=== block 1 ===
Figure 1. Placement by cell class (block 1).
The bar under the picture is 50 um long.
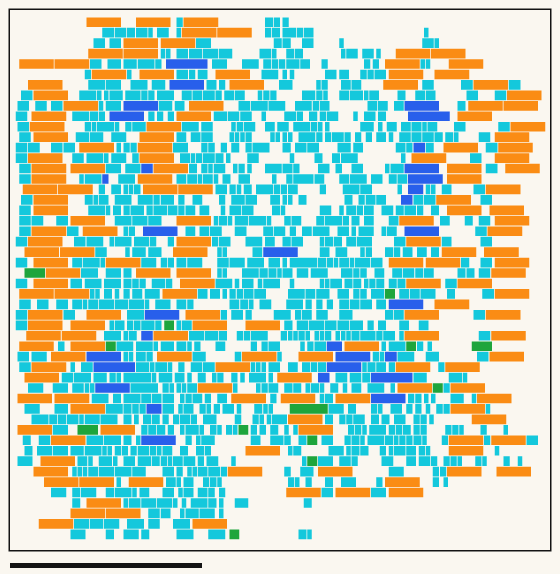

## src/rtl/fpu_addsub_seq_if.sv

```systemverilog
// Operand/result handshake bundle for the sequential single-precision add/sub unit.
// The master drives operands and result acceptance; the slave is the arithmetic unit.
interface fpu_addsub_seq_if;
    logic        in_valid;
    logic        in_ready;
    logic [31:0] op_a;
    logic [31:0] op_b;
    logic        op_sub;
    logic        out_valid;
    logic        out_ready;
    logic [31:0] result;
    logic        busy;

    modport master (
        output in_valid, op_a, op_b, op_sub, out_ready,
        input  in_ready, out_valid, result, busy
    );

    modport slave (
        input  in_valid, op_a, op_b, op_sub, out_ready,
        output in_ready, out_valid, result, busy
    );
endinterface

```

## src/rtl/fpu_addsub_seq.sv

```systemverilog
// Multi-cycle IEEE-754 single add/subtract: compare, align one bit per cycle,
// add/subtract, normalise one bit per cycle, pack. Truncating, one op in flight.
module fpu_addsub_seq #(
    parameter int WIDTH     = 24,
    parameter int EXP_W     = 8,
    parameter int ALIGN_MAX = 25
) (
    input  logic               clk,
    input  logic               rst,
    fpu_addsub_seq_if.slave    bus
);
    typedef enum logic [2:0] {IDLE, CMP, ALIGN, ADD, NORM, DONE} state_t;

    state_t           state_q, state_d;
    logic             sign_a, sign_b, sign_r, eff_sub, special;
    logic [EXP_W-1:0] exp_a, exp_b, exp_r;
    logic [WIDTH-1:0] mant_a, mant_b, mant_l, mant_s;
    logic [4:0]       diff;
    logic [31:0]      result_q;

    logic             a_larger;
    logic [EXP_W-1:0] exp_gap;
    logic [4:0]       diff_cap;
    logic [WIDTH:0]   sum;
    logic             sum_ovf;

    // Ties (equal exponent and mantissa) keep A as the larger operand.
    assign a_larger = {exp_a, mant_a} >= {exp_b, mant_b};
    assign exp_gap  = a_larger ? (exp_a - exp_b) : (exp_b - exp_a);
    assign diff_cap = (exp_gap > EXP_W'(ALIGN_MAX)) ? 5'(ALIGN_MAX) : exp_gap[4:0];
    assign sum      = eff_sub ? ({1'b0, mant_l} - {1'b0, mant_s})
                              : ({1'b0, mant_l} + {1'b0, mant_s});
    assign sum_ovf  = sum[WIDTH] && (exp_r == 8'hFE);

    assign bus.in_ready  = (state_q == IDLE);
    assign bus.busy      = (state_q != IDLE);
    assign bus.out_valid = (state_q == DONE);
    assign bus.result    = result_q;

    always_ff @(posedge clk or posedge rst) begin
        if (rst) state_q <= IDLE;
        else     state_q <= state_d;
    end

    always_comb begin
        state_d = state_q;
        case (state_q)
            IDLE:  if (bus.in_valid) state_d = CMP;
            CMP: begin
                if (special)            state_d = DONE;
                else if (diff_cap == 0) state_d = ADD;
                else                    state_d = ALIGN;
            end
            ALIGN: if (diff == 5'd1) state_d = ADD;
            ADD:   state_d = sum_ovf ? DONE : NORM;
            NORM:  if (mant_l == '0 || mant_l[WIDTH-1] || exp_r == 8'd1) state_d = DONE;
            DONE:  if (bus.out_ready) state_d = IDLE;
            default: state_d = IDLE;
        endcase
    end

    // Datapath: after CMP the larger operand lives in sign_r/exp_r/mant_l,
    // and mant_l doubles as the working mantissa through ADD and NORM.
    always_ff @(posedge clk or posedge rst) begin
        if (rst) begin
            sign_a   <= 1'b0;
            sign_b   <= 1'b0;
            sign_r   <= 1'b0;
            eff_sub  <= 1'b0;
            special  <= 1'b0;
            exp_a    <= '0;
            exp_b    <= '0;
            exp_r    <= '0;
            mant_a   <= '0;
            mant_b   <= '0;
            mant_l   <= '0;
            mant_s   <= '0;
            diff     <= '0;
            result_q <= '0;
        end else begin
            case (state_q)
                IDLE: if (bus.in_valid) begin
                    sign_a  <= bus.op_a[31];
                    sign_b  <= bus.op_b[31] ^ bus.op_sub;
                    exp_a   <= bus.op_a[30:23];
                    exp_b   <= bus.op_b[30:23];
                    mant_a  <= (bus.op_a[30:23] == '0) ? '0 : {1'b1, bus.op_a[22:0]};
                    mant_b  <= (bus.op_b[30:23] == '0) ? '0 : {1'b1, bus.op_b[22:0]};
                    special <= (bus.op_a[30:23] == 8'hFF) || (bus.op_b[30:23] == 8'hFF);
                end
                CMP: begin
                    if (special) begin
                        result_q <= 32'h7FC0_0000;
                    end else begin
                        eff_sub <= sign_a ^ sign_b;
                        diff    <= diff_cap;
                        sign_r  <= a_larger ? sign_a : sign_b;
                        exp_r   <= a_larger ? exp_a  : exp_b;
                        mant_l  <= a_larger ? mant_a : mant_b;
                        mant_s  <= a_larger ? mant_b : mant_a;
                    end
                end
                ALIGN: begin
                    mant_s <= mant_s >> 1;
                    diff   <= diff - 5'd1;
                end
                ADD: begin
                    if (sum_ovf) begin
                        result_q <= {sign_r, 8'hFF, 23'd0};
                    end else if (sum[WIDTH]) begin
                        mant_l <= sum[WIDTH:1];
                        exp_r  <= exp_r + 8'd1;
                    end else begin
                        mant_l <= sum[WIDTH-1:0];
                    end
                end
                NORM: begin
                    if (mant_l == '0)           result_q <= 32'd0;
                    else if (mant_l[WIDTH-1])   result_q <= {sign_r, exp_r, mant_l[22:0]};
                    else if (exp_r == 8'd1)     result_q <= 32'd0;
                    else begin
                        mant_l <= mant_l << 1;
                        exp_r  <= exp_r - 8'd1;
                    end
                end
                default: ;
            endcase
        end
    end
endmodule

```

## src/flat_wrapper.sv

```systemverilog
// flat-port wrapper written by rule: the top's interface ports become plain ports
module fpu_addsub_seq_flat 
#(
    parameter int WIDTH     = 24,
    parameter int EXP_W     = 8,
    parameter int ALIGN_MAX = 25
)
  (clk, rst, bus_in_valid, bus_op_a, bus_op_b, bus_op_sub, bus_out_ready, bus_in_ready, bus_out_valid, bus_result, bus_busy);
  fpu_addsub_seq_if bus_i ();
  input  logic clk;
  input  logic rst;
  input wire logic [$bits(bus_i.in_valid)-1:0] bus_in_valid;
  input wire logic [$bits(bus_i.op_a)-1:0] bus_op_a;
  input wire logic [$bits(bus_i.op_b)-1:0] bus_op_b;
  input wire logic [$bits(bus_i.op_sub)-1:0] bus_op_sub;
  input wire logic [$bits(bus_i.out_ready)-1:0] bus_out_ready;
  output wire logic [$bits(bus_i.in_ready)-1:0] bus_in_ready;
  output wire logic [$bits(bus_i.out_valid)-1:0] bus_out_valid;
  output wire logic [$bits(bus_i.result)-1:0] bus_result;
  output wire logic [$bits(bus_i.busy)-1:0] bus_busy;
  assign bus_i.in_valid = bus_in_valid;
  assign bus_i.op_a = bus_op_a;
  assign bus_i.op_b = bus_op_b;
  assign bus_i.op_sub = bus_op_sub;
  assign bus_i.out_ready = bus_out_ready;
  assign bus_in_ready = bus_i.in_ready;
  assign bus_out_valid = bus_i.out_valid;
  assign bus_result = bus_i.result;
  assign bus_busy = bus_i.busy;
  fpu_addsub_seq #(.WIDTH(WIDTH), .EXP_W(EXP_W), .ALIGN_MAX(ALIGN_MAX)) u_core (.clk(clk), .rst(rst), .bus(bus_i));
endmodule
```

## config.mk

```make
export PLATFORM = sky130hd
export DESIGN_NAME = fpu_addsub_seq_flat
export DESIGN_NICKNAME = d
export VERILOG_FILES = /design/src/rtl/fpu_addsub_seq_if.sv /design/src/rtl/fpu_addsub_seq.sv /design/src/flat_wrapper.sv
export SDC_FILE = /design/constraint.sdc
export NUM_CORES = 1
export LEC_CHECK = 0
export ABC_AREA = 0
export CAP_MARGIN = 20
export CORE_UTILIZATION = 60
export CTS_CLUSTER_SIZE = 20
export DETAILED_ROUTE_END_ITERATION = 10
export DONT_BUFFER_PORTS = 1
export PLACE_DENSITY = 0.85
export SYNTH_ARGS = -nofsm -noshare
export SYNTH_HDL_FRONTEND = slang
export SYNTH_SLANG_ARGS = --single-unit
export TNS_END_PERCENT = 20
```

## constraint.sdc

```tcl
create_clock -name clk -period 12 [get_ports clk]
set_input_delay 2.4 -clock clk [delete_from_list [all_inputs] [get_ports clk]]
set_output_delay 2.4 -clock clk [all_outputs]
set_load 0.02 [all_outputs]
```

=== block 2 ===
==> src/rtl/shifter_left_seq.sv <==
// Sequential arithmetic left shifter: one bit position per clock, valid/ready on both sides, sticky overflow.
// Optional saturation on overflow when SHIFTER_LEFT_SAT_EN is defined; otherwise results wrap.
module shifter_left_seq #(
  parameter int WIDTH = 16,
  parameter int SHW   = 4
) (
  input  logic             clk,
  input  logic             rst_n,
  input  logic             in_valid,
  output logic             in_ready,
  input  logic [WIDTH-1:0] xin,
  input  logic [SHW-1:0]   shamt,
  output logic             out_valid,
  input  logic             out_ready,
  output logic [WIDTH-1:0] xout,
  output logic             ovf
);

  typedef enum logic [1:0] {IDLE, SHIFT, DONE} state_t;

  state_t           state_reg;
  logic [WIDTH-1:0] data_reg;
  logic [SHW-1:0]   cnt_reg;
  logic             sign_reg;
  logic             ovf_reg;
  logic             in_ready_reg;
  logic             out_valid_reg;
  logic             shift_ovf;

  // Before the first overflow the top bit always equals the operand sign, so the
  // sign term only ever repeats an overflow the sticky flag already holds.
  assign shift_ovf = (data_reg[WIDTH-1] != data_reg[WIDTH-2]) ||
                     (data_reg[WIDTH-1] != sign_reg);

`ifdef SHIFTER_LEFT_SAT_EN
  logic [WIDTH-1:0] sat_value;
  assign sat_value = sign_reg ? {1'b1, {(WIDTH-1){1'b0}}} : {1'b0, {(WIDTH-1){1'b1}}};
`endif

  always_ff @(posedge clk or negedge rst_n) begin
    if (!rst_n) begin
      state_reg     <= IDLE;
      data_reg      <= '0;
      cnt_reg       <= '0;
      sign_reg      <= 1'b0;
      ovf_reg       <= 1'b0;
      in_ready_reg  <= 1'b1;
      out_valid_reg <= 1'b0;
    end else begin
      case (state_reg)
        IDLE: begin
          if (in_valid) begin
            data_reg     <= xin;
            cnt_reg      <= shamt;
            sign_reg     <= xin[WIDTH-1];
            ovf_reg      <= 1'b0;
            in_ready_reg <= 1'b0;
            if (shamt == '0) begin
              state_reg     <= DONE;
              out_valid_reg <= 1'b1;
            end else begin
              state_reg <= SHIFT;
            end
          end
        end
        SHIFT: begin
          if (shift_ovf) ovf_reg <= 1'b1;
`ifdef SHIFTER_LEFT_SAT_EN
          // Once saturated the word is frozen for the rest of the operation.
          if (ovf_reg) data_reg <= data_reg;
          else if (shift_ovf) data_reg <= sat_value;
          else data_reg <= {data_reg[WIDTH-2:0], 1'b0};
`else
          data_reg <= {data_reg[WIDTH-2:0], 1'b0};
`endif
          cnt_reg <= cnt_reg - SHW'(1);
          if (cnt_reg == SHW'(1)) begin
            state_reg     <= DONE;
            out_valid_reg <= 1'b1;
          end
        end
        DONE: begin
          if (out_ready) begin
            state_reg     <= IDLE;
            out_valid_reg <= 1'b0;
            in_ready_reg  <= 1'b1;
          end
        end
        default: begin
          state_reg     <= IDLE;
          in_ready_reg  <= 1'b1;
          out_valid_reg <= 1'b0;
        end
      endcase
    end
  end

  assign in_ready  = in_ready_reg;
  assign out_valid = out_valid_reg;
  assign xout      = data_reg;
  assign ovf       = ovf_reg;

endmodule

==> config.mk <==
export PLATFORM = sky130hd
export DESIGN_NAME = shifter_left_seq
export DESIGN_NICKNAME = d
export VERILOG_FILES = /design/src/rtl/shifter_left_seq.sv
export SDC_FILE = /design/constraint.sdc
export NUM_CORES = 1
export LEC_CHECK = 0
export ABC_AREA = 1
export CAP_MARGIN = 25
export CORE_MARGIN = 3
export CORE_UTILIZATION = 41
export DETAILED_ROUTE_END_ITERATION = 10
export PLACE_DENSITY = 0.75
export SYNTH_ARGS = -nofsm -noshare
export SYNTH_HDL_FRONTEND = slang
export SYNTH_SLANG_ARGS = --single-unit
==> constraint.sdc <==
create_clock -name clk -period 1.2 [get_ports clk]
set_input_delay 0.36 -clock clk [delete_from_list [all_inputs] [get_ports clk]]
set_output_delay 0.36 -clock clk [all_outputs]
set_load 0.01 [all_outputs]
=== block 3 ===
[config.mk]
export PLATFORM = sky130hd
export DESIGN_NAME = sram_lsu_master
export DESIGN_NICKNAME = d
export VERILOG_FILES = /design/src/rtl/sram_lsu_pkg.sv /design/src/rtl/sram_lsu_master_align.sv /design/src/rtl/sram_lsu_master.sv
export SDC_FILE = /design/constraint.sdc
export NUM_CORES = 1
export LEC_CHECK = 0
export ABC_AREA = 0
export ABC_CLOCK_PERIOD_IN_PS = 11900
export CAP_MARGIN = 20
export CORE_MARGIN = 2
export CORE_UTILIZATION = 50
export DETAILED_ROUTE_END_ITERATION = 10
export DONT_BUFFER_PORTS = 1
export SLEW_MARGIN = 20
export SYNTH_ARGS = -nofsm -noshare
export SYNTH_HDL_FRONTEND = slang
export SYNTH_SLANG_ARGS = --single-unit
export TNS_END_PERCENT = 30
[constraint.sdc]
create_clock -name i_clk -period 11.9 [get_ports i_clk]
set_input_delay 1.785 -clock i_clk [delete_from_list [all_inputs] [get_ports i_clk]]
set_output_delay 1.785 -clock i_clk [all_outputs]
set_load 0.02 [all_outputs]
[src/rtl/sram_lsu_pkg.sv]
// Shared types for the SRAM load/store master: access sizes and FSM states.
package sram_lsu_pkg;

    localparam int unsigned NLANES = 4;

    typedef enum logic [1:0] {
        SZ_B   = 2'b00,
        SZ_H   = 2'b01,
        SZ_W   = 2'b10,
        SZ_ILL = 2'b11
    } size_e;

    typedef enum logic [2:0] {
        IDLE,
        BEAT0,
        BEAT1,
        RDWAIT,
        DONE
    } state_e;

endpackage

[src/rtl/sram_lsu_master_align.sv]
// Combinational lane math: write alignment/masks across a two-word window,
// split/range detection, and load extraction with sign/zero extension.
module sram_lane_align
    import sram_lsu_pkg::*;
#(
    parameter int unsigned AW     = 32,
    parameter int unsigned MEM_AW = 32,
    parameter int unsigned DW     = 32,
    parameter int unsigned DEPTH  = 100
) (
    input  logic [AW-1:0]     addr,
    input  size_e             size,
    input  logic              is_unsigned,
    input  logic [DW-1:0]     wdata,
    input  logic [DW-1:0]     word0,
    input  logic [DW-1:0]     word1,
    output logic [MEM_AW-1:0] widx,
    output logic              split,
    output logic              err,
    output logic [DW-1:0]     wdata0,
    output logic [DW-1:0]     wdata1,
    output logic [NLANES-1:0] mask0,
    output logic [NLANES-1:0] mask1,
    output logic [DW-1:0]     ldata
);

    localparam int unsigned IW  = AW + 1;
    localparam int unsigned WMW = 2 * NLANES;

    logic [1:0]      off;
    logic [2:0]      nbytes;
    logic [AW-1:0]   wfull;
    logic [IW-1:0]   last_idx;
    logic [2*DW-1:0] wide_w;
    logic [2*DW-1:0] rsh;
    logic [WMW-1:0]  wide_m;

    always_comb begin
        off = addr[1:0];
        case (size)
            SZ_B:    nbytes = 3'd1;
            SZ_H:    nbytes = 3'd2;
            default: nbytes = 3'd4;
        endcase

        wfull    = addr >> 2;
        widx     = MEM_AW'(wfull);
        split    = ({1'b0, off} + nbytes) > 3'd4;
        // The last word touched (second beat when split) must still be in range.
        last_idx = {1'b0, wfull} + IW'(split);
        err      = (size == SZ_ILL) || (last_idx >= IW'(DEPTH));

        wide_w = {{DW{1'b0}}, wdata} << {off, 3'b000};
        wide_m = ((WMW'(1) << nbytes) - WMW'(1)) << off;
        wdata0 = wide_w[DW-1:0];
        wdata1 = wide_w[2*DW-1:DW];
        mask0  = wide_m[NLANES-1:0];
        mask1  = wide_m[WMW-1:NLANES];

        rsh = {word1, word0} >> {off, 3'b000};
        case (size)
            SZ_B:    ldata = {{(DW-8){~is_unsigned & rsh[7]}}, rsh[7:0]};
            SZ_H:    ldata = {{(DW-16){~is_unsigned & rsh[15]}}, rsh[15:0]};
            default: ldata = rsh[DW-1:0];
        endcase
    end

endmodule

[src/rtl/sram_lsu_master.sv]
// Single-port SRAM load/store initiator: request handshake, one or two SRAM
// beats per access, registered one-cycle response pulse.
module sram_lsu_master
    import sram_lsu_pkg::*;
#(
    parameter int unsigned AW     = 32,
    parameter int unsigned MEM_AW = 32,
    parameter int unsigned DW     = 32,
    parameter int unsigned DEPTH  = 100
) (
    input  logic              i_clk,
    input  logic              i_reset,
    input  logic              i_req_valid,
    output logic              o_req_ready,
    input  logic [AW-1:0]     i_req_addr,
    input  logic              i_req_we,
    input  logic [1:0]        i_req_size,
    input  logic              i_req_unsigned,
    input  logic [DW-1:0]     i_req_wdata,
    output logic              o_rsp_valid,
    output logic [DW-1:0]     o_rsp_rdata,
    output logic              o_rsp_err,
    output logic [MEM_AW-1:0] o_mem_addr,
    output logic [DW-1:0]     o_mem_wdata,
    output logic              o_mem_cs,
    output logic              o_mem_wren,
    output logic [3:0]        o_mem_bmask,
    input  logic [DW-1:0]     i_mem_rdata
);

    state_e state, state_n;

    logic [AW-1:0] addr_q;
    logic          we_q, uns_q, split_q;
    size_e         size_q;
    logic [DW-1:0] wdata_q, word0_q, word0_n;
    logic          accept;

    logic [AW-1:0]     al_addr;
    size_e             al_size;
    logic              al_uns;
    logic [DW-1:0]     al_wdata, al_w0, al_w1;
    logic [MEM_AW-1:0] al_widx;
    logic              al_split, al_err;
    logic [DW-1:0]     al_wdata0, al_wdata1, al_ldata;
    logic [3:0]        al_mask0, al_mask1;

    logic              rsp_valid_n, rsp_err_n, cs_n, wren_n;
    logic [DW-1:0]     rsp_rdata_n, wdata_n;
    logic [MEM_AW-1:0] addr_n;
    logic [3:0]        bmask_n;

    assign o_req_ready = (state == IDLE);

    // In IDLE the aligner looks at the live request so beat0 can be
    // registered on the accept edge; afterwards it works from the latched copy.
    assign al_addr  = o_req_ready ? i_req_addr             : addr_q;
    assign al_size  = o_req_ready ? size_e'(i_req_size)    : size_q;
    assign al_uns   = o_req_ready ? i_req_unsigned         : uns_q;
    assign al_wdata = o_req_ready ? i_req_wdata            : wdata_q;
    assign al_w0    = split_q ? word0_q : i_mem_rdata;
    assign al_w1    = split_q ? i_mem_rdata : '0;

    sram_lane_align #(
        .AW     (AW),
        .MEM_AW (MEM_AW),
        .DW     (DW),
        .DEPTH  (DEPTH)
    ) u_align (
        .addr        (al_addr),
        .size        (al_size),
        .is_unsigned (al_uns),
        .wdata       (al_wdata),
        .word0       (al_w0),
        .word1       (al_w1),
        .widx        (al_widx),
        .split       (al_split),
        .err         (al_err),
        .wdata0      (al_wdata0),
        .wdata1      (al_wdata1),
        .mask0       (al_mask0),
        .mask1       (al_mask1),
        .ldata       (al_ldata)
    );

    always_comb begin
        state_n     = state;
        accept      = 1'b0;
        word0_n     = word0_q;
        rsp_valid_n = 1'b0;
        rsp_rdata_n = '0;
        rsp_err_n   = 1'b0;
        cs_n        = 1'b0;
        wren_n      = 1'b0;
        addr_n      = '0;
        wdata_n     = '0;
        bmask_n     = '0;
        case (state)
            IDLE: begin
                if (i_req_valid) begin
                    accept = 1'b1;
                    if (al_err) begin
                        state_n     = DONE;
                        rsp_valid_n = 1'b1;
                        rsp_err_n   = 1'b1;
                    end else begin
                        state_n = BEAT0;
                        cs_n    = 1'b1;
                        wren_n  = i_req_we;
                        addr_n  = al_widx;
                        wdata_n = al_wdata0;
                        bmask_n = i_req_we ? al_mask0 : '1;
                    end
                end
            end
            BEAT0: begin
                if (split_q) begin
                    state_n = BEAT1;
                    cs_n    = 1'b1;
                    wren_n  = we_q;
                    addr_n  = al_widx + MEM_AW'(1);
                    wdata_n = al_wdata1;
                    bmask_n = we_q ? al_mask1 : '1;
                end else if (!we_q) begin
                    state_n = RDWAIT;
                end else begin
                    state_n     = DONE;
                    rsp_valid_n = 1'b1;
                end
            end
            BEAT1: begin
                if (!we_q) begin
                    word0_n = i_mem_rdata;
                    state_n = RDWAIT;
                end else begin
                    state_n     = DONE;
                    rsp_valid_n = 1'b1;
                end
            end
            RDWAIT: begin
                state_n     = DONE;
                rsp_valid_n = 1'b1;
                rsp_rdata_n = al_ldata;
            end
            DONE:    state_n = IDLE;
            default: state_n = IDLE;
        endcase
    end

    always_ff @(posedge i_clk or posedge i_reset) begin
        if (i_reset) begin
            state       <= IDLE;
            addr_q      <= '0;
            we_q        <= 1'b0;
            uns_q       <= 1'b0;
            split_q     <= 1'b0;
            size_q      <= SZ_B;
            wdata_q     <= '0;
            word0_q     <= '0;
            o_rsp_valid <= 1'b0;
            o_rsp_rdata <= '0;
            o_rsp_err   <= 1'b0;
            o_mem_addr  <= '0;
            o_mem_wdata <= '0;
            o_mem_cs    <= 1'b0;
            o_mem_wren  <= 1'b0;
            o_mem_bmask <= '0;
        end else begin
            state       <= state_n;
            word0_q     <= word0_n;
            o_rsp_valid <= rsp_valid_n;
            o_rsp_rdata <= rsp_rdata_n;
            o_rsp_err   <= rsp_err_n;
            o_mem_addr  <= addr_n;
            o_mem_wdata <= wdata_n;
            o_mem_cs    <= cs_n;
            o_mem_wren  <= wren_n;
            o_mem_bmask <= bmask_n;
            if (accept) begin
                addr_q  <= i_req_addr;
                we_q    <= i_req_we;
                uns_q   <= i_req_unsigned;
                size_q  <= size_e'(i_req_size);
                wdata_q <= i_req_wdata;
                split_q <= al_split;
            end
        end
    end

endmodule

=== block 4 ===
### config.mk
export PLATFORM = sky130hd
export DESIGN_NAME = ctoc_master_framer
export DESIGN_NICKNAME = d
export VERILOG_FILES = /design/src/rtl/ctoc_pkg.sv /design/src/rtl/ctoc_id_fifo.sv /design/src/rtl/ctoc_master_framer.sv
export SDC_FILE = /design/constraint.sdc
export NUM_CORES = 1
export LEC_CHECK = 0
export CAP_MARGIN = 20
export CELL_PAD_IN_SITES_DETAIL_PLACEMENT = 0
export CELL_PAD_IN_SITES_GLOBAL_PLACEMENT = 2
export CORE_ASPECT_RATIO = 1.75
export CORE_UTILIZATION = 26
export DETAILED_ROUTE_END_ITERATION = 12
export PLACE_DENSITY_LB_ADDON = 0.3
export RECOVER_POWER = 50
export SLEW_MARGIN = 15
export SYNTH_ARGS = -nofsm -noshare
export SYNTH_HDL_FRONTEND = slang
export SYNTH_SLANG_ARGS = --single-unit
export TNS_END_PERCENT = 20
### constraint.sdc
create_clock -name s_aclk -period 3.2 [get_ports s_aclk]
set_clock_uncertainty 0.05 [all_clocks]
set_input_delay 0.32 -clock s_aclk [delete_from_list [all_inputs] [get_ports s_aclk]]
set_output_delay 0.32 -clock s_aclk [all_outputs]
set_load 0.01 [all_outputs]
### src/rtl/ctoc_pkg.sv
`default_nettype none
// ---------------------------------------------------------------------------
// ctoc_pkg
// Shared constants and types for the control-to-core link framer.
// Revision: 1.0
// ---------------------------------------------------------------------------
package ctoc_pkg;

   // TX word bit positions
   localparam int CTOC_VALID = 69;
   localparam int CTOC_AW    = 68;
   localparam int CTOC_WLAST = 67;
   localparam int CTOC_W     = 66;
   localparam int CTOC_AR    = 65;

   // RX response word bit positions
   localparam int CTOC_B     = 68;
   localparam int CTOC_RLAST = 67;
   localparam int CTOC_R     = 66;

   // Training pattern: one 5'h01 symbol on each of the 14 lanes
   localparam logic [69:0] CTOC_TRAIN_PAT = {14{5'h01}};

   // Address-channel command as packed into AW/AR link words
   typedef struct packed {
      logic [5:0]  id;
      logic [31:0] addr;
      logic [7:0]  len;
      logic [2:0]  size;
      logic [1:0]  burst;
   } ctoc_cmd_t;

   typedef enum logic [1:0] {
      ST_DOWN  = 2'd0,
      ST_TRAIN = 2'd1,
      ST_IDLE  = 2'd2,
      ST_WDATA = 2'd3
   } ctoc_state_e;

endpackage
`default_nettype wire

### src/rtl/ctoc_id_fifo.sv
`default_nettype none
// ---------------------------------------------------------------------------
// ctoc_id_fifo
// Small synchronous FIFO holding outstanding read IDs in issue order.
// Revision: 1.0
// ---------------------------------------------------------------------------
module ctoc_id_fifo #(
   parameter int DEPTH = 8,
   parameter int WIDTH = 6
) (
   input  logic             clk_i,
   input  logic             rst_ni,
   input  logic             push_i,
   input  logic [WIDTH-1:0] din_i,
   input  logic             pop_i,
   input  logic             flush_i,
   output logic [WIDTH-1:0] dout_o,
   output logic             empty_o
);

   localparam int AW = $clog2(DEPTH);

   logic [WIDTH-1:0] mem_q [DEPTH];
   logic [AW:0]      wr_ptr_q;
   logic [AW:0]      rd_ptr_q;

   assign empty_o = (wr_ptr_q == rd_ptr_q);
   assign dout_o  = mem_q[rd_ptr_q[AW-1:0]];

   // Storage write; a flush discards the same-cycle push
   always_ff @(posedge clk_i) begin
      if (push_i && !flush_i) begin
         mem_q[wr_ptr_q[AW-1:0]] <= din_i;
      end
   end

   // Pointer update; extra MSB distinguishes full from empty
   always_ff @(posedge clk_i or negedge rst_ni) begin
      if (!rst_ni) begin
         wr_ptr_q <= '0;
         rd_ptr_q <= '0;
      end else if (flush_i) begin
         wr_ptr_q <= '0;
         rd_ptr_q <= '0;
      end else begin
         if (push_i) begin
            wr_ptr_q <= wr_ptr_q + 1'b1;
         end
         if (pop_i && !empty_o) begin
            rd_ptr_q <= rd_ptr_q + 1'b1;
         end
      end
   end

endmodule
`default_nettype wire

### src/rtl/ctoc_master_framer.sv
`default_nettype none
// ---------------------------------------------------------------------------
// ctoc_master_framer
// Control-side link framer: packs AXI AW/W/AR into 70-bit TX words, decodes
// 69-bit RX words into B/R pulses, runs link training and credit tracking.
// Revision: 1.0
// ---------------------------------------------------------------------------
module ctoc_master_framer
   import ctoc_pkg::*;
#(
   parameter int TRAIN_CYCLES = 65535,
   parameter int MAX_OUTST    = 8
) (
   input  logic        s_aclk,
   input  logic        s_aresetn,
   input  logic        link_up,
   input  logic [5:0]  awid,
   input  logic [31:0] awaddr,
   input  logic [7:0]  awlen,
   input  logic [2:0]  awsize,
   input  logic [1:0]  awburst,
   input  logic        awvalid,
   output logic        awready,
   input  logic [63:0] wdata,
   input  logic        wlast,
   input  logic        wvalid,
   output logic        wready,
   input  logic [5:0]  arid,
   input  logic [31:0] araddr,
   input  logic [7:0]  arlen,
   input  logic [2:0]  arsize,
   input  logic [1:0]  arburst,
   input  logic        arvalid,
   output logic        arready,
   output logic [5:0]  bid,
   output logic [1:0]  bresp,
   output logic        bvalid,
   output logic [5:0]  rid,
   output logic [63:0] rdata,
   output logic [1:0]  rresp,
   output logic        rlast,
   output logic        rvalid,
   output logic [69:0] tx_word,
   input  logic [68:0] rx_word,
   input  logic        rx_valid,
   output logic        training,
   output logic        proto_err
);

   localparam int CNT_W = $clog2(TRAIN_CYCLES + 1);
   localparam int CRD_W = $clog2(MAX_OUTST) + 1;
   localparam int SUM_W = CRD_W + 1;
   localparam logic [CRD_W-1:0] MAX_CRD = CRD_W'(MAX_OUTST);

   ctoc_state_e      state_q, state_d;
   logic [CNT_W-1:0] train_cnt_q, train_cnt_d;
   logic [CRD_W-1:0] credits_q, credits_d;
   logic             rr_aw_q, rr_aw_d;   // AW holds priority on the next tie
   logic [69:0]      tx_word_q, tx_word_d;
   logic             proto_err_q, proto_err_d;
   logic             bvalid_q, rvalid_q, rlast_q;
   logic [5:0]       bid_q, rid_q;
   logic [1:0]       bresp_q;
   logic [63:0]      rdata_q;

   ctoc_cmd_t        aw_cmd, ar_cmd;
   logic             can_issue, ar_grant, aw_grant, w_beat;
   logic             rx_ok, b_evt, r_evt, r_last;
   logic             fifo_empty;
   logic [5:0]       fifo_head;
   logic [SUM_W-1:0] crd_sum, crd_dec;
   logic             crd_under;
   logic             unused_rx;

   assign aw_cmd = {awid, awaddr, awlen, awsize, awburst};
   assign ar_cmd = {arid, araddr, arlen, arsize, arburst};

   // Requests are only accepted while the link is up and credits remain
   assign can_issue = link_up && (state_q == ST_IDLE) && (credits_q < MAX_CRD);
   assign w_beat    = link_up && (state_q == ST_WDATA) && wvalid;

   // Single address grant per cycle, round-robin on AR/AW ties
   always_comb begin
      ar_grant = 1'b0;
      aw_grant = 1'b0;
      rr_aw_d  = rr_aw_q;
      if (can_issue) begin
         if (arvalid && awvalid) begin
            ar_grant = !rr_aw_q;
            aw_grant = rr_aw_q;
            rr_aw_d  = !rr_aw_q;
         end else begin
            ar_grant = arvalid;
            aw_grant = awvalid;
         end
      end
   end

   assign arready = ar_grant;
   assign awready = aw_grant;
   assign wready  = link_up && (state_q == ST_WDATA);

   // Link state machine; losing the link always forces DOWN
   always_comb begin
      state_d     = state_q;
      train_cnt_d = train_cnt_q;
      if (!link_up) begin
         state_d = ST_DOWN;
      end else begin
         case (state_q)
            ST_DOWN: begin
               state_d     = ST_TRAIN;
               train_cnt_d = '0;
            end
            ST_TRAIN: begin
               if (train_cnt_q == CNT_W'(TRAIN_CYCLES - 1)) begin
                  state_d = ST_IDLE;
               end else begin
                  train_cnt_d = train_cnt_q + 1'b1;
               end
            end
            ST_IDLE: begin
               if (aw_grant) begin
                  state_d = ST_WDATA;
               end
            end
            ST_WDATA: begin
               if (wvalid && wlast) begin
                  state_d = ST_IDLE;
               end
            end
            default: state_d = ST_DOWN;
         endcase
      end
   end

   // Next TX word, keyed on next state so it lines up with the training flag
   always_comb begin
      tx_word_d = '0;
      if (state_d == ST_TRAIN) begin
         tx_word_d = CTOC_TRAIN_PAT;
      end else if (ar_grant) begin
         tx_word_d[CTOC_VALID] = 1'b1;
         tx_word_d[CTOC_AR]    = 1'b1;
         tx_word_d[50:0]       = ar_cmd;
      end else if (aw_grant) begin
         tx_word_d[CTOC_VALID] = 1'b1;
         tx_word_d[CTOC_AW]    = 1'b1;
         tx_word_d[50:0]       = aw_cmd;
      end else if (w_beat) begin
         tx_word_d[CTOC_VALID] = 1'b1;
         tx_word_d[CTOC_W]     = 1'b1;
         tx_word_d[CTOC_WLAST] = wlast;
         tx_word_d[63:0]       = wdata;
      end
   end

   // Response decode is only meaningful once the link is trained
   assign rx_ok  = rx_valid && (rx_word != '0) &&
                   ((state_q == ST_IDLE) || (state_q == ST_WDATA));
   assign b_evt  = rx_ok && rx_word[CTOC_B];
   assign r_evt  = rx_ok && rx_word[CTOC_R];
   assign r_last = r_evt && rx_word[CTOC_RLAST];
   assign unused_rx = ^rx_word[65:64];

   // Credit arithmetic; B and R-last in one word return two credits
   always_comb begin
      crd_sum     = {1'b0, credits_q} + SUM_W'(ar_grant | aw_grant);
      crd_dec     = SUM_W'(b_evt) + SUM_W'(r_last);
      crd_under   = (crd_sum < crd_dec);
      credits_d   = crd_under ? '0 : CRD_W'(crd_sum - crd_dec);
      if (!link_up) begin
         credits_d = '0;
      end
      proto_err_d = proto_err_q | crd_under | (r_evt && fifo_empty) | (b_evt && r_evt);
   end

   ctoc_id_fifo #(
      .DEPTH (MAX_OUTST),
      .WIDTH (6)
   ) u_id_fifo (
      .clk_i   (s_aclk),
      .rst_ni  (s_aresetn),
      .push_i  (ar_grant),
      .din_i   (arid),
      .pop_i   (r_last),
      .flush_i (!link_up),
      .dout_o  (fifo_head),
      .empty_o (fifo_empty)
   );

   // State, counters and registered outputs
   always_ff @(posedge s_aclk or negedge s_aresetn) begin
      if (!s_aresetn) begin
         state_q     <= ST_DOWN;
         train_cnt_q <= '0;
         credits_q   <= '0;
         rr_aw_q     <= 1'b0;
         tx_word_q   <= '0;
         proto_err_q <= 1'b0;
         bvalid_q    <= 1'b0;
         bid_q       <= '0;
         bresp_q     <= '0;
         rvalid_q    <= 1'b0;
         rid_q       <= '0;
         rdata_q     <= '0;
         rlast_q     <= 1'b0;
      end else begin
         state_q     <= state_d;
         train_cnt_q <= train_cnt_d;
         credits_q   <= credits_d;
         rr_aw_q     <= rr_aw_d;
         tx_word_q   <= tx_word_d;
         proto_err_q <= proto_err_d;
         bvalid_q    <= b_evt;
         rvalid_q    <= r_evt;
         if (b_evt) begin
            {bid_q, bresp_q} <= rx_word[7:0];
         end
         if (r_evt) begin
            rdata_q <= rx_word[63:0];
            rlast_q <= rx_word[CTOC_RLAST];
            rid_q   <= fifo_empty ? 6'd0 : fifo_head;
         end
      end
   end

   assign tx_word   = tx_word_q;
   assign training  = (state_q == ST_TRAIN);
   assign proto_err = proto_err_q;
   assign bvalid    = bvalid_q;
   assign bid       = bid_q;
   assign bresp     = bresp_q;
   assign rvalid    = rvalid_q;
   assign rid       = rid_q;
   assign rdata     = rdata_q;
   assign rlast     = rlast_q;
   assign rresp     = 2'b00;

endmodule
`default_nettype wire


## Gallery

Supply network.
Pins as bars on the die edge.
picture 1
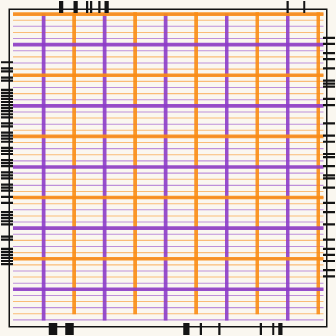
picture 2
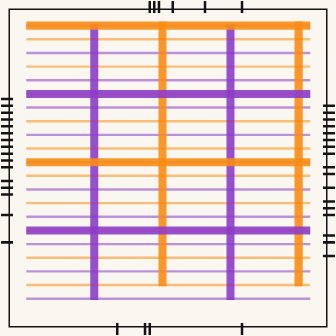
picture 3
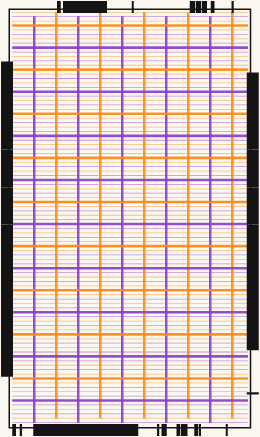
picture 4
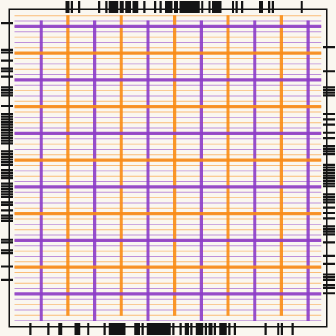
block 3 -> picture 4
block 2 -> picture 2
block 1 -> picture 1
block 4 -> picture 3

Key to picture 4:
[VDD] orange
[VSS] purple
rows: 57
met5 straps: 11
met4 straps: 11
signal pins: 208
met1 rails: 58

Figure 2. Clock nets (block 3).
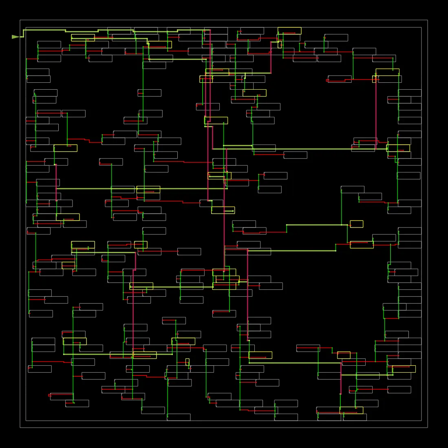
Inserted Clock Buffers: 24
clkbuf count: 33
CTS sink cnt: 207

==> out/qor.csv, block 3 <==
stage;metric;value;unit
finish;Layout Cell Area excl Fill;13200;um^2
min_path;worst hold path class;register to register;
final_timing;clk_skew;0.0105;ns
finish;highest-count logic cell in the final layout;nand2_1;
floorplanning;chip footprint;25800;um^2
final_timing;RSZ-0062 raised after global routing;no;
logic_synthesis;fraction of registers with async set/reset;100;%
job;Log Warnings;30;
final_timing;Max Clk Rate;0.144;GHz
logic_synthesis;flops out of synthesis;207;
setup_path;CP Buf/Inv Count;6;
placed_design;post-DP HPWL;24000;um
outcome;outcome;complete, no violations;
finish;comb_multi_in;993;
drt;antenna viol nets, final;0;
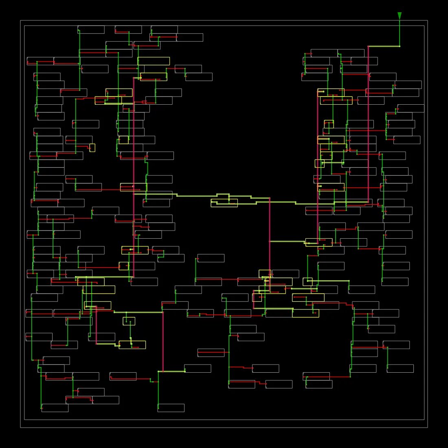
Figure 3: block 1, clock nets.
Inserted Clock Buffers: 17
Late-Pin Clk Latency: 0.45 ns
CTS sink cnt: 165

About Figure 1:
[flops] orange | cells: 165 | share of their area: 34%
[combinational and other logic] cyan | cells: 1007 | share of their area: 59%
[other buffers and delay cells] green | cells: 13 | share of their area: 1.2%
[clock drivers and dummy loads] blue | cells: 31 | share of their area: 5.3%

==> out/qor.csv, block 1 <==
stage;metric;value;unit
outcome;outcome;complete, no violations;
setup_path;delay-heaviest family, CP;simple AND/OR/NAND/NOR gates;
logic_synthesis;flops out of synthesis;165;
floorplanning;die height;141;um
logic_synthesis;main logic family after synthesis;AND-OR/OR-AND gates;
final_timing;final hold violation count;0;
logic_synthesis;Net Count, Synth;1395;
finish;Seq area share;33.6;%
setup_path;crit start category;register;
logic_synthesis;mux share;8.37;%
setup_path;kind of end point of the critical path;register;
clock_network;CTS tree;built;
placed_design;PortBufs;0;
finish;fraction of area in multi-input gates;55.2;%
final_timing;clk_skew;0.0169;ns
clock_network;# hold bufs at CTS;0;
global_routing;gr busiest metal;met1;
final_timing;Worst Tran Pin Value;0.956;ns
final_timing;Slew HR;36.3;%
logic_synthesis;top cells by count, synth;165 x dfrtp_1, 83 x a21oi_1, 79 x inv_1;
min_path;worst hold path class;register to register;
finish;Area growth, synth to finish;6.68;%
drt;Max Used Layer;met4;
finish;Largest register FFs;32;
logic_synthesis;Mapped Area;11500;um^2
setup_path;Worst Path Required;12.32;ns
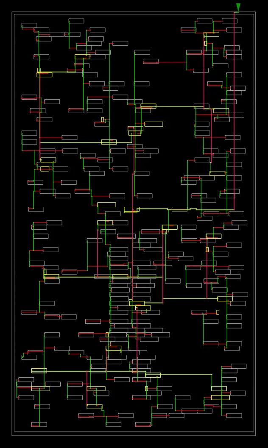
Figure 4: block 4, clock nets.
Inserted Clock Buffers: 23
flop count: 230

Figure 5. Metal layers overlaid (block 4).
Two of the layers only.
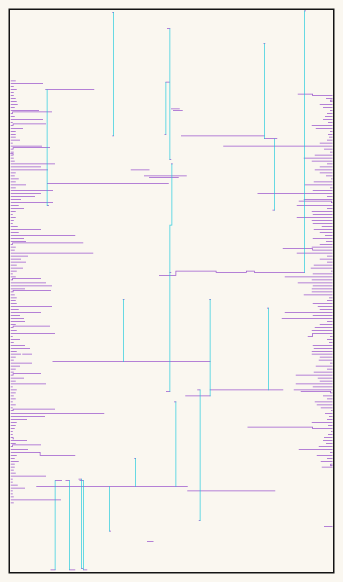
[metal 3] purple | wire length: 2430 um
[metal 4] cyan | wire length: 899 um

==> out/qor.csv, block 4 <==
stage;metric;value;unit
outcome;outcome;finished with violations;
outcome;failing checks;max-capacitance violations, max-slew violations;
final_timing;Final Slew Violations;81;
finish;fillers;3631;
setup_path;CP Class;register to output port;
final_timing;final hold slack;0.251;ns
finish;layout cells sized above 1;7.72;%
clock_network;Late-Pin Clk Latency;0.55;ns
setup_path;kind of end point of the critical path;output port;
setup_path;Crit. Startpoint;credits_q[3]$_DFF_PN0_;
finish;Non-clk bufs;435;
setup_path;delay-heaviest family, CP;buffers and inverters;
final_timing;Final WS setup;0.200;ns
final_timing;Max Clk Rate;0.333;GHz
final_timing;Slew HR;-55.4;%
logic_synthesis;Most common reg cell;dfrtp_1;
finish;top cell category;registers;
setup_path;flop2flop setup slack;0.34;ns
job;max cap viols;1;
drt;drt drc;0;
finish;most frequent cells in the layout;388 x clkdlybuf4s50_1, 213 x nand2_1, 182 x dfrtp_1, 107 x nor2_1, 51 x a221oi_1;
clock_network;CTS sink cnt;230;
global_routing;vias in the first global route;8324;
global_routing;initial antenna violation count;0;
logic_synthesis;Mapped Area;9670;um^2
final_timing;# setup viols final;0;
logic_synthesis;number of synthesis warnings;0;
finish;Area growth, synth to finish;55.3;%
Figure 6. Placement by cell class (block 2).
The bar under the picture is 20 um long.
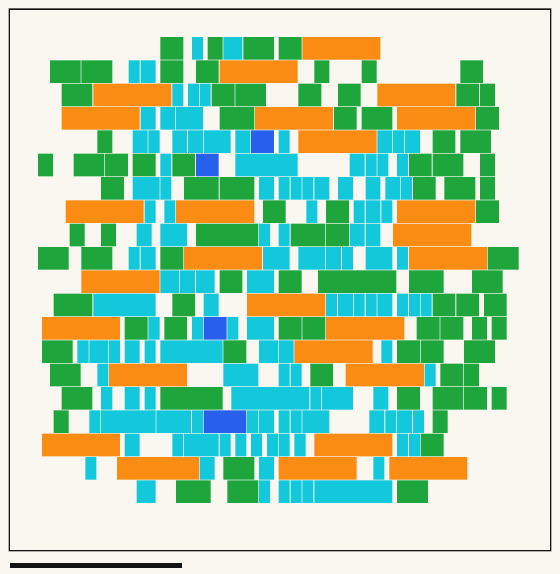
[other buffers and delay cells] green | cells: 91 | share of their area: 35%
[flops] orange | cells: 26 | share of their area: 30%
[clock drivers and dummy loads] blue | cells: 4 | share of their area: 1.7%
[combinational and other logic] cyan | cells: 130 | share of their area: 33%

Figure 7. Clock nets (block 2).
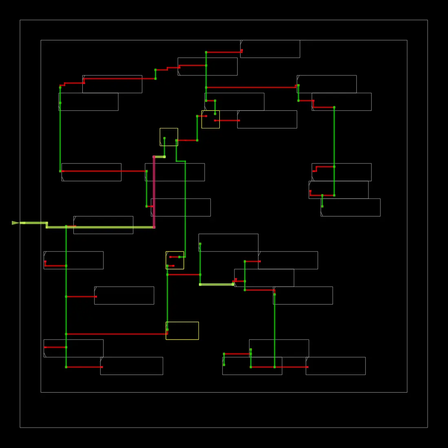
CTS sink cnt: 26
clkbuf count: 4
Inserted Clock Buffers: 3
flop count: 26

==> out/qor.csv, block 2 <==
stage;metric;value;unit
placed_design;Cells after DPL;275;
final_timing;# setup viols final;20;
logic_synthesis;area leader, netlist;dfrtp_1;
outcome;failing checks;negative setup slack;
finish;comb_multi_in;121;
finish;nets;278;
outcome;outcome;finished with violations;
logic_synthesis;flops out of synthesis;26;
finish;highest-count logic cell in the final layout;buf_4;
clock_network;root buf cell;clkbuf_4;
final_timing;Final WS setup;-0.140;ns
finish;Logic cell area;687;um^2
floorplanning;die height;63.0;um
global_routing;met3 Use GR;4.32;%
setup_path;Worst path depth;1;
clock_network;Post-CTS Setup Repair Bufs;8;
setup_path;delay-heaviest family, CP;flip-flops;
final_timing;final hold violation count;0;
finish;fillers;232;


==> layout pictures side by side <==
Clock wires, drivers and flops.
panel A
The bar under the picture is 50 um long.
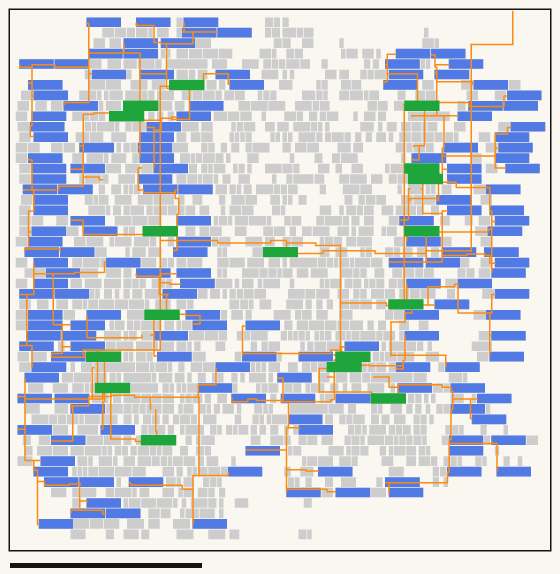
panel B
The bar under the picture is 50 um long.
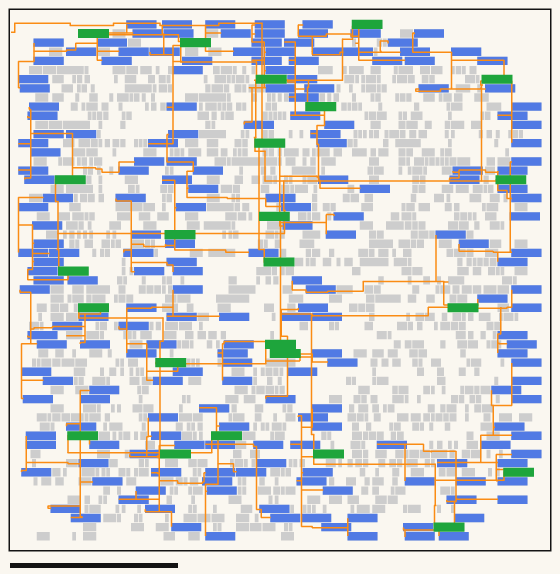
panel C
The bar under the picture is 50 um long.
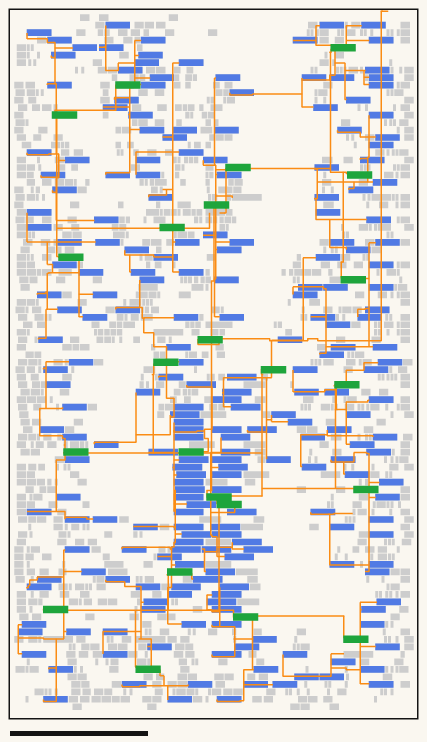
panel D
The bar under the picture is 20 um long.
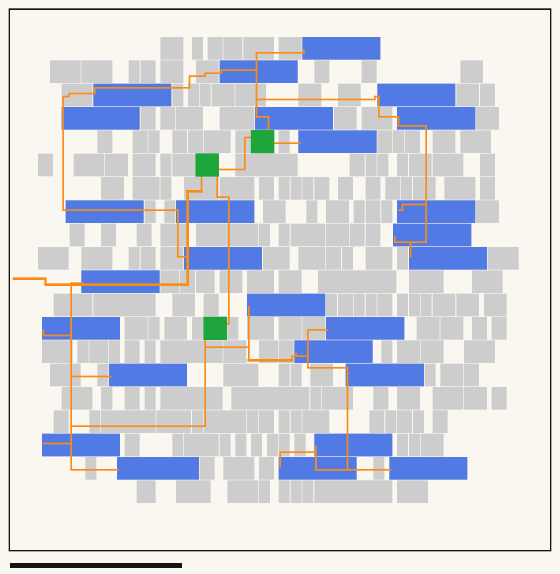
Panel A comes from block 1.
Panel D comes from block 2.
Panel C comes from block 4.
Panel B comes from block 3.
- fewest sequential cells: panel D
- largest die: panel C

Key to panel A:
[clock wires] orange | length: 2050 um
[clock drivers] green | count: 17
[flip-flops] blue | count: 165
flops lie: all over the die


==> notes/layouts.md <==
Pictures saved along the way, in no particular order.

Metal layers overlaid.
Two of the layers only.
Plate I
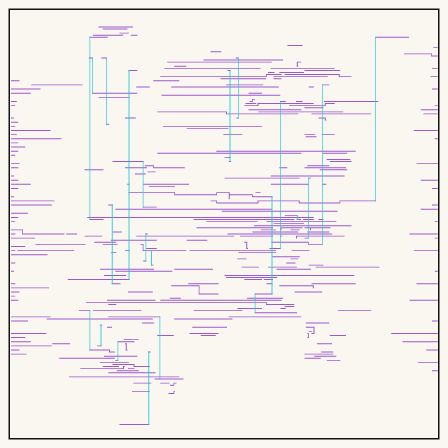
Plate II
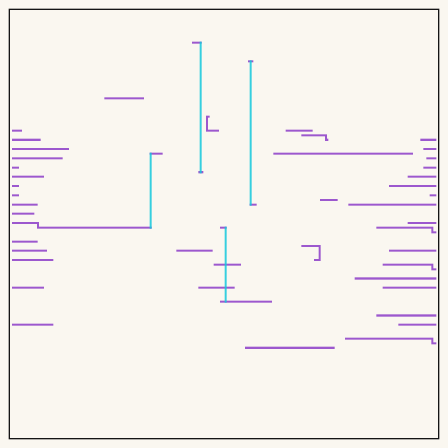
Plate III
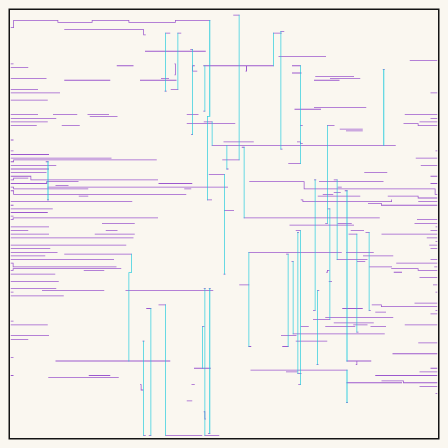
block 1 -> Plate I
block 3 -> Plate III
block 2 -> Plate II
The one with the least wire is Plate II.

Key to Plate III:
[metal 3] purple | wire length: 2690 um
[metal 4] cyan | wire length: 1270 um

